######## block 1 ########
Figure 1. The metal 2 layer (block 1).
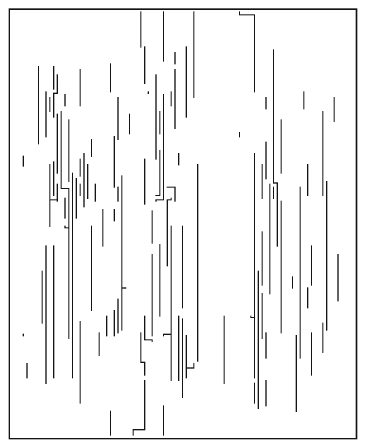

## src/rtl/lmc_ram_bank.sv

```systemverilog
// LMC mailbox store: parametrised RAM with a combinational read port.
// A clear sequencer zeroes every word after reset or on request.
// Writes that arrive while the sequencer owns the array are dropped and flagged.
module lmc_ram_bank #(
    parameter int unsigned DATA_W     = 4,
    parameter int unsigned ADDR_W     = 2,
    parameter bit          INIT_CLEAR = 1'b1
) (
    input  logic              clk,
    input  logic              rst_n,
    input  logic              we,
    input  logic [ADDR_W-1:0] adr,
    input  logic [DATA_W-1:0] data_in,
    input  logic              clear_req,
    output logic [DATA_W-1:0] RAM_out,
    output logic              busy,
    output logic              wr_drop
);

    localparam int unsigned       DEPTH    = 1 << ADDR_W;
    localparam logic [ADDR_W-1:0] LAST_ADR = ADDR_W'(DEPTH - 1);

    typedef enum logic {
        ST_IDLE  = 1'b0,
        ST_CLEAR = 1'b1
    } state_e;

    state_e              state_q, state_d;
    logic [ADDR_W-1:0]   clr_ptr_q, clr_ptr_d;
    logic                busy_q, busy_d;
    logic                wr_drop_q, wr_drop_d;

    logic                mem_we_c;
    logic [ADDR_W-1:0]   mem_wadr_c;
    logic [DATA_W-1:0]   mem_wdata_c;
    logic [DATA_W-1:0]   mem_q [DEPTH];

    // Next-state, clear pointer and single shared array write port.
    always_comb begin
        state_d     = state_q;
        clr_ptr_d   = clr_ptr_q;
        wr_drop_d   = 1'b0;
        mem_we_c    = 1'b0;
        mem_wadr_c  = adr;
        mem_wdata_c = data_in;
        unique case (state_q)
            ST_IDLE: begin
                // A write on the same edge as a clear request still lands.
                mem_we_c = we;
                if (clear_req) begin
                    state_d   = ST_CLEAR;
                    clr_ptr_d = '0;
                end
            end
            ST_CLEAR: begin
                // clear_req is ignored here: no restart of the pointer.
                mem_we_c    = 1'b1;
                mem_wadr_c  = clr_ptr_q;
                mem_wdata_c = '0;
                clr_ptr_d   = clr_ptr_q + ADDR_W'(1);
                wr_drop_d   = we;
                if (clr_ptr_q == LAST_ADR) begin
                    state_d = ST_IDLE;
                end
            end
        endcase
        busy_d = (state_d == ST_CLEAR);
    end

    // Control registers; reset restarts the clear from location 0.
    always_ff @(posedge clk or negedge rst_n) begin
        if (!rst_n) begin
            state_q   <= INIT_CLEAR ? ST_CLEAR : ST_IDLE;
            clr_ptr_q <= '0;
            busy_q    <= INIT_CLEAR;
            wr_drop_q <= 1'b0;
        end else begin
            state_q   <= state_d;
            clr_ptr_q <= clr_ptr_d;
            busy_q    <= busy_d;
            wr_drop_q <= wr_drop_d;
        end
    end

    // Storage array, deliberately not reset.
    always_ff @(posedge clk) begin
        if (mem_we_c) begin
            mem_q[mem_wadr_c] <= mem_wdata_c;
        end
    end

    assign RAM_out = busy_q ? '0 : mem_q[adr];
    assign busy    = busy_q;
    assign wr_drop = wr_drop_q;

endmodule
```

## config.mk

```make
export PLATFORM = sky130hd
export DESIGN_NAME = lmc_ram_bank
export DESIGN_NICKNAME = d
export VERILOG_FILES = /design/src/rtl/lmc_ram_bank.sv
export SDC_FILE = /design/constraint.sdc
export NUM_CORES = 1
export LEC_CHECK = 0
export CAP_MARGIN = 20
export CELL_PAD_IN_SITES_DETAIL_PLACEMENT = 0
export CELL_PAD_IN_SITES_GLOBAL_PLACEMENT = 1
export CORE_ASPECT_RATIO = 1.25
export CORE_UTILIZATION = 45
export DETAILED_ROUTE_END_ITERATION = 10
export GPL_ROUTABILITY_DRIVEN = 0
export HOLD_SLACK_MARGIN = 0.08
export PLACE_DENSITY_LB_ADDON = 0.1
export SLEW_MARGIN = 20
export SYNTH_ARGS = -nofsm -noshare
export SYNTH_HDL_FRONTEND = slang
export SYNTH_SLANG_ARGS = --single-unit
```

## constraint.sdc

```tcl
create_clock -name clk -period 3 [get_ports clk]
set_input_delay 0.6 -clock clk [delete_from_list [all_inputs] [get_ports clk]]
set_output_delay 0.6 -clock clk [all_outputs]
set_load 0.02 [all_outputs]
```

######## block 2 ########
$ cat config.mk
export PLATFORM = sky130hd
export DESIGN_NAME = dadda_mac8
export DESIGN_NICKNAME = d
export VERILOG_FILES = /design/src/rtl/dadda_mac8.sv
export SDC_FILE = /design/constraint.sdc
export NUM_CORES = 1
export LEC_CHECK = 0
export ABC_AREA = 1
export CORE_AREA = 2 2 112 114
export CTS_CLUSTER_DIAMETER = 100
export DETAILED_ROUTE_END_ITERATION = 6
export DIE_AREA = 0 0 114 116
export SYNTH_ARGS = -nofsm -noshare
export SYNTH_HDL_FRONTEND = slang
export SYNTH_SLANG_ARGS = --single-unit
$ cat constraint.sdc
create_clock -name clk -period 7.69 [get_ports clk]
set_clock_uncertainty 0.15 [all_clocks]
set_input_delay 1.538 -clock clk [delete_from_list [all_inputs] [get_ports clk]]
set_output_delay 1.538 -clock clk [all_outputs]
set_load 0.01 [all_outputs]
$ cat src/rtl/dadda_mac8.sv
`default_nettype none
// +--------------------------------------------------------------------+
// | dadda_8 / dadda_mac8                                                |
// | 8x8 Dadda multiplier feeding a streamed multiply-accumulate stage. |
// | Revision: 1.0                                                       |
// +--------------------------------------------------------------------+

module dadda_8 (
  input  logic [7:0]  a,
  input  logic [7:0]  b,
  output logic [15:0] p
);
  localparam int C_COLS   = 17;
  localparam int C_STAGES = 4;

  // Column-wise bit matrix; column 16 only ever absorbs the (always zero) top carry.
  logic [7:0]  w_cur [C_COLS];
  logic [7:0]  w_nxt [C_COLS];
  logic [3:0]  w_hc  [C_COLS];
  logic [3:0]  w_hn  [C_COLS];
  logic [3:0]  w_d;
  logic [3:0]  w_k;
  logic [3:0]  w_tot;
  logic        w_s;
  logic        w_cy;
  logic [15:0] w_row0;
  logic [15:0] w_row1;

  always_comb begin
    w_d    = 4'd0;
    w_k    = 4'd0;
    w_tot  = 4'd0;
    w_s    = 1'b0;
    w_cy   = 1'b0;
    w_row0 = '0;
    w_row1 = '0;
    for (int c = 0; c < C_COLS; c++) begin
      w_cur[c] = '0;
      w_nxt[c] = '0;
      w_hc[c]  = '0;
      w_hn[c]  = '0;
    end

    for (int i = 0; i < 8; i++) begin
      for (int j = 0; j < 8; j++) begin
        w_cur[i+j][w_hc[i+j][2:0]] = a[j] & b[i];
        w_hc[i+j] = w_hc[i+j] + 4'd1;
      end
    end

    // Dadda height sequence 8 -> 6 -> 4 -> 3 -> 2
    for (int s = 0; s < C_STAGES; s++) begin
      w_d = (s == 0) ? 4'd6 : (s == 1) ? 4'd4 : (s == 2) ? 4'd3 : 4'd2;
      for (int c = 0; c < C_COLS; c++) begin
        w_nxt[c] = '0;
        w_hn[c]  = '0;
      end
      for (int c = 0; c < C_COLS - 1; c++) begin
        w_k   = 4'd0;
        w_tot = w_hc[c] + w_hn[c];
        for (int t = 0; t < 6; t++) begin
          if (w_tot > w_d) begin
            if (w_tot == w_d + 4'd1) begin
              w_s   = w_cur[c][w_k[2:0]] ^ w_cur[c][w_k[2:0] + 3'd1];
              w_cy  = w_cur[c][w_k[2:0]] & w_cur[c][w_k[2:0] + 3'd1];
              w_k   = w_k + 4'd2;
              w_tot = w_tot - 4'd1;
            end else begin
              w_s   = w_cur[c][w_k[2:0]] ^ w_cur[c][w_k[2:0] + 3'd1]
                    ^ w_cur[c][w_k[2:0] + 3'd2];
              w_cy  = (w_cur[c][w_k[2:0]] & w_cur[c][w_k[2:0] + 3'd1])
                    | (w_cur[c][w_k[2:0]] & w_cur[c][w_k[2:0] + 3'd2])
                    | (w_cur[c][w_k[2:0] + 3'd1] & w_cur[c][w_k[2:0] + 3'd2]);
              w_k   = w_k + 4'd3;
              w_tot = w_tot - 4'd2;
            end
            w_nxt[c][w_hn[c][2:0]]     = w_s;
            w_hn[c]                    = w_hn[c] + 4'd1;
            w_nxt[c+1][w_hn[c+1][2:0]] = w_cy;
            w_hn[c+1]                  = w_hn[c+1] + 4'd1;
          end
        end
        for (int r = 0; r < 8; r++) begin
          if ((4'(r) >= w_k) && (4'(r) < w_hc[c])) begin
            w_nxt[c][w_hn[c][2:0]] = w_cur[c][r];
            w_hn[c]                = w_hn[c] + 4'd1;
          end
        end
      end
      for (int c = 0; c < C_COLS; c++) begin
        w_cur[c] = w_nxt[c];
        w_hc[c]  = w_hn[c];
      end
    end

    for (int c = 0; c < 16; c++) begin
      w_row0[c] = w_cur[c][0];
      w_row1[c] = w_cur[c][1];
    end
  end

  assign p = w_row0 + w_row1;

endmodule

module dadda_mac8 #(
  parameter int ACC_W = 24,
  parameter int CNT_W = 8
) (
  input  logic             clk,
  input  logic             rst_n,
  input  logic             start,
  input  logic [CNT_W-1:0] len,
  input  logic             in_valid,
  output logic             in_ready,
  input  logic [7:0]       a,
  input  logic [7:0]       b,
  output logic             out_valid,
  input  logic             out_ready,
  output logic [ACC_W-1:0] out_acc,
  output logic             out_ovf,
  output logic             busy
);
  typedef enum logic [1:0] {
    S_IDLE  = 2'd0,
    S_ACCUM = 2'd1,
    S_DONE  = 2'd2
  } state_t;

  state_t           r_state;
  logic [CNT_W-1:0] r_rem;
  logic [ACC_W-1:0] r_acc;
  logic             r_ovf;
  logic [7:0]       r_a;
  logic [7:0]       r_b;
  logic             r_v;

  logic [15:0]      w_prod;
  logic [ACC_W:0]   w_sum;
  logic             w_take;

  dadda_8 u_mul (
    .a (r_a),
    .b (r_b),
    .p (w_prod)
  );

  assign w_sum  = {1'b0, r_acc} + {{(ACC_W - 15){1'b0}}, w_prod};
  assign w_take = in_valid & in_ready;

  assign in_ready  = (r_state == S_ACCUM) && (r_rem != '0);
  assign out_valid = (r_state == S_DONE);
  assign busy      = (r_state != S_IDLE);
  assign out_acc   = r_acc;
  assign out_ovf   = r_ovf;

  always_ff @(posedge clk or negedge rst_n) begin
    if (!rst_n) begin
      r_state <= S_IDLE;
      r_rem   <= '0;
      r_acc   <= '0;
      r_ovf   <= 1'b0;
      r_a     <= '0;
      r_b     <= '0;
      r_v     <= 1'b0;
    end else begin
      case (r_state)
        S_IDLE: begin
          if (start) begin
            r_rem   <= len;
            r_acc   <= '0;
            r_ovf   <= 1'b0;
            r_v     <= 1'b0;
            r_state <= (len == '0) ? S_DONE : S_ACCUM;
          end
        end
        S_ACCUM: begin
          if (w_take) begin
            r_a   <= a;
            r_b   <= b;
            r_v   <= 1'b1;
            r_rem <= r_rem - CNT_W'(1);
          end else begin
            r_v   <= 1'b0;
          end
          // Accumulation trails acceptance by one edge; the final add ends the job.
          if (r_v) begin
            r_acc <= w_sum[ACC_W-1:0];
            r_ovf <= r_ovf | w_sum[ACC_W];
            if (r_rem == '0) begin
              r_state <= S_DONE;
            end
          end
        end
        S_DONE: begin
          if (out_ready) begin
            r_state <= S_IDLE;
          end
        end
        default: r_state <= S_IDLE;
      endcase
    end
  end

endmodule
`default_nettype wire


==> screenshots <==
M1 wires.
Supply wires on this layer in gray.
Plate I
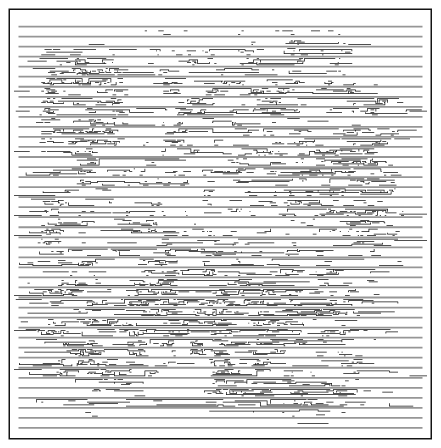
Plate II
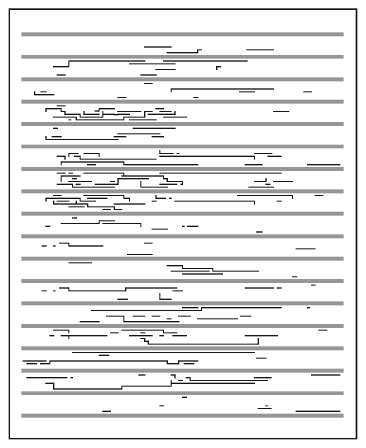
- Plate I = block 2
- Plate II = block 1

Figure 2. Clock wiring as the flow saved it (block 1).
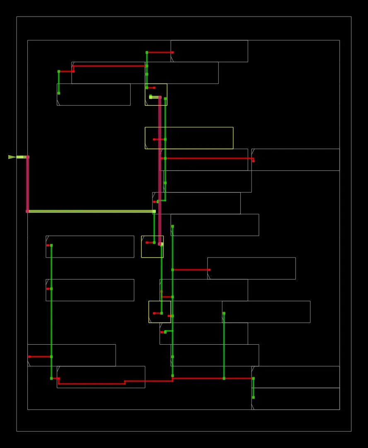
final worst clock skew: 0.01089 ns
TritonCTS Buffers: 3

About Figure 1:
wire length on this layer: 721 um
nets with wire on the layer: 73
share of all routed wire: 52%

==> notes.md, block 1 <==
Figures from the implementation reports.

- The number of maximum-capacitance constraint violations reads 0.
- The proportion of synthesized chip area in sequential cells is 64.85%.
- The clock network latency to the later pin of the worst-skew pair is ~0.3 ns.
- The number of buffers outside the clock class in the layout is 19.
- Counting every net in the synthesized netlist gives 66.
- The run finished with clean final reports.
- The starting density of the core reads 49.62%.
- 0 antenna diodes ended up in the layout.
- The relative slew slack is 66.38%.
- The post-synthesis share of cell area spent on full adders, half adders and majority gates reads 1.395%.
- The total of warnings raised by yosys reads 0.
- The pin count of the biggest net entering global routing is 22.
- The share of cell area taken by multi-input logic gates is about 25%.
- Per the GRT congestion report, total overflow comes to 0.
- The critical path start-end classification is in2out.
- The number of DRC violations after detailed routing reads 0.
- The number of synthesized register bits reads 20.
- The final cycle utilization of the critical path reads roughly 93%.
- Per the synthesis report, the simple-gate share of the synthesized area is 15.20%.
[block 1: sequential cells by signal, indices dropped and copies added (netlist names)]
name and cells:
clr_ptr_q 2, busy 1, mem_q 16, wr_drop 1
[block 1: layer usage]
| metal | up-vias | wire, um |
|---|---|---|
| li1 | 245 | - |
| met1 | 241 | 587 |
| met2 | 11 | 720 |
| met3 | 4 | 48 |
| met4 | 0 | 25 |
| met5 | - | 0 |
[block 1: worst register-to-register path, cell delays in order, from the launching register on]
cell	delay [ns]
sky130_fd_sc_hd__dfstp_2	0.85
sky130_fd_sc_hd__nand2b_1	0.17
sky130_fd_sc_hd__o21ai_1	0.44
Figure 3. The metal 2 layer (block 2).
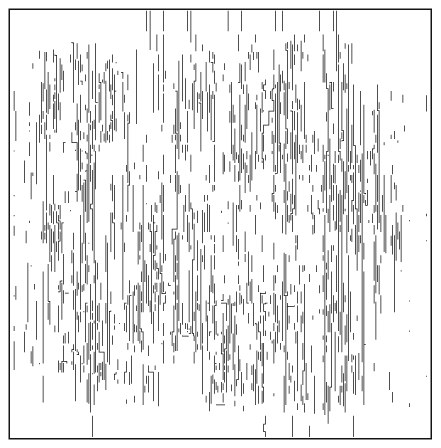
wire length on this layer: 5,820 um
main direction: vertical
longest straight run: 56.4 um
share of all routed wire: 48%

==> notes.md, block 2 <==
Figures from the implementation reports.

- The post-synthesis mux area share reads 0%.
- The number of gates on the worst path with buffers counted reads 22.
- The maximum buffer depth of the clock tree is 2.
- The share of cells above drive strength 1 is 4.522%.
- After Yosys synthesis, XOR and XNOR cells account for less than 1% of the synthesized area.
- The minimum period implied by the final worst setup slack is 4.928 ns.
- The met2 routed wirelength reads about 5800 um.
- The iteration count recorded for the first detailed-route pass is 5.
- The wire length on met1 is 5525 um.
- The run finished with clean final reports.
- The count of non-filler cells in the finished layout reads 921.
- The worst slack at placement reads 2.812 ns.
- STA lists the maximum fanout along the critical path as 9.
- The floorplan step defined a core boundary enclosing roughly 12,000 um^2.
- The hold-critical path endpoint reads out_ovf.
- The buffers plus inverters on the worst setup path reads 5.
- The number of antenna violations at the first check in global routing came to 0.
- The post-synthesis share of cell area spent on full adders, half adders and majority gates reads 24.84%.
- According to the timing report, the data required time at the worst endpoint equals roughly 7.8 ns.
- The instance count of the mapped netlist is 734.
- The dominant register cell in the synthesized netlist reads sky130_fd_sc_hd__dfrtp_1.
- The worst setup path is launched from a flip-flop.
- The arrival time at the worst endpoint reads ~5 ns.
- The fraction of the mapped netlist area in simple logic gates reads about a quarter.
- The dominant logic cell type in the layout reads sky130_fd_sc_hd__nand2_1.
- The post-route worst setup slack reads roughly 2.8 ns.
- The setup TNS reads 0 ns.
- Measured along the y axis, the die boundary spans 116 um.
- The wire length recorded after detailed routing is 12,240 um.
==> block 2: area by class of cell <==
type | count | area, um^2 | share of cell area [%]
multi-input combinational | 470 | 3136 | 51.97
sequential | 52 | 1301 | 21.57
inverter | 188 | 715.7 | 11.86
timing repair buffer | 57 | 563.0 | 9.332
tap | 147 | 183.9 | 3.049
clock buffer | 6 | 128.9 | 2.136
clock inverter | 1 | 5.005 | 0.08295


==> gallery <==
The metal 3 layer.
shot_01.png
The bar under the picture is 20 um long.
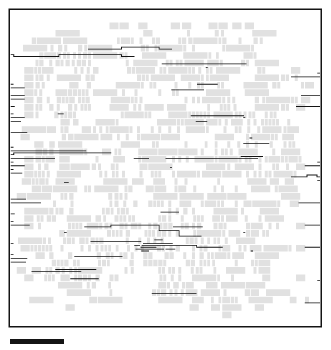
shot_02.png
The bar under the picture is 10 um long.
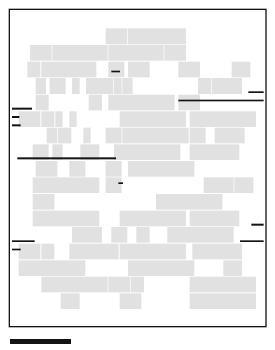
- largest die: shot_01.png
Block 1 is shot_02.png.
Block 2 is shot_01.png.

Key to shot_02.png:
longest straight run: 15.9 um
nets with wire on the layer: 10

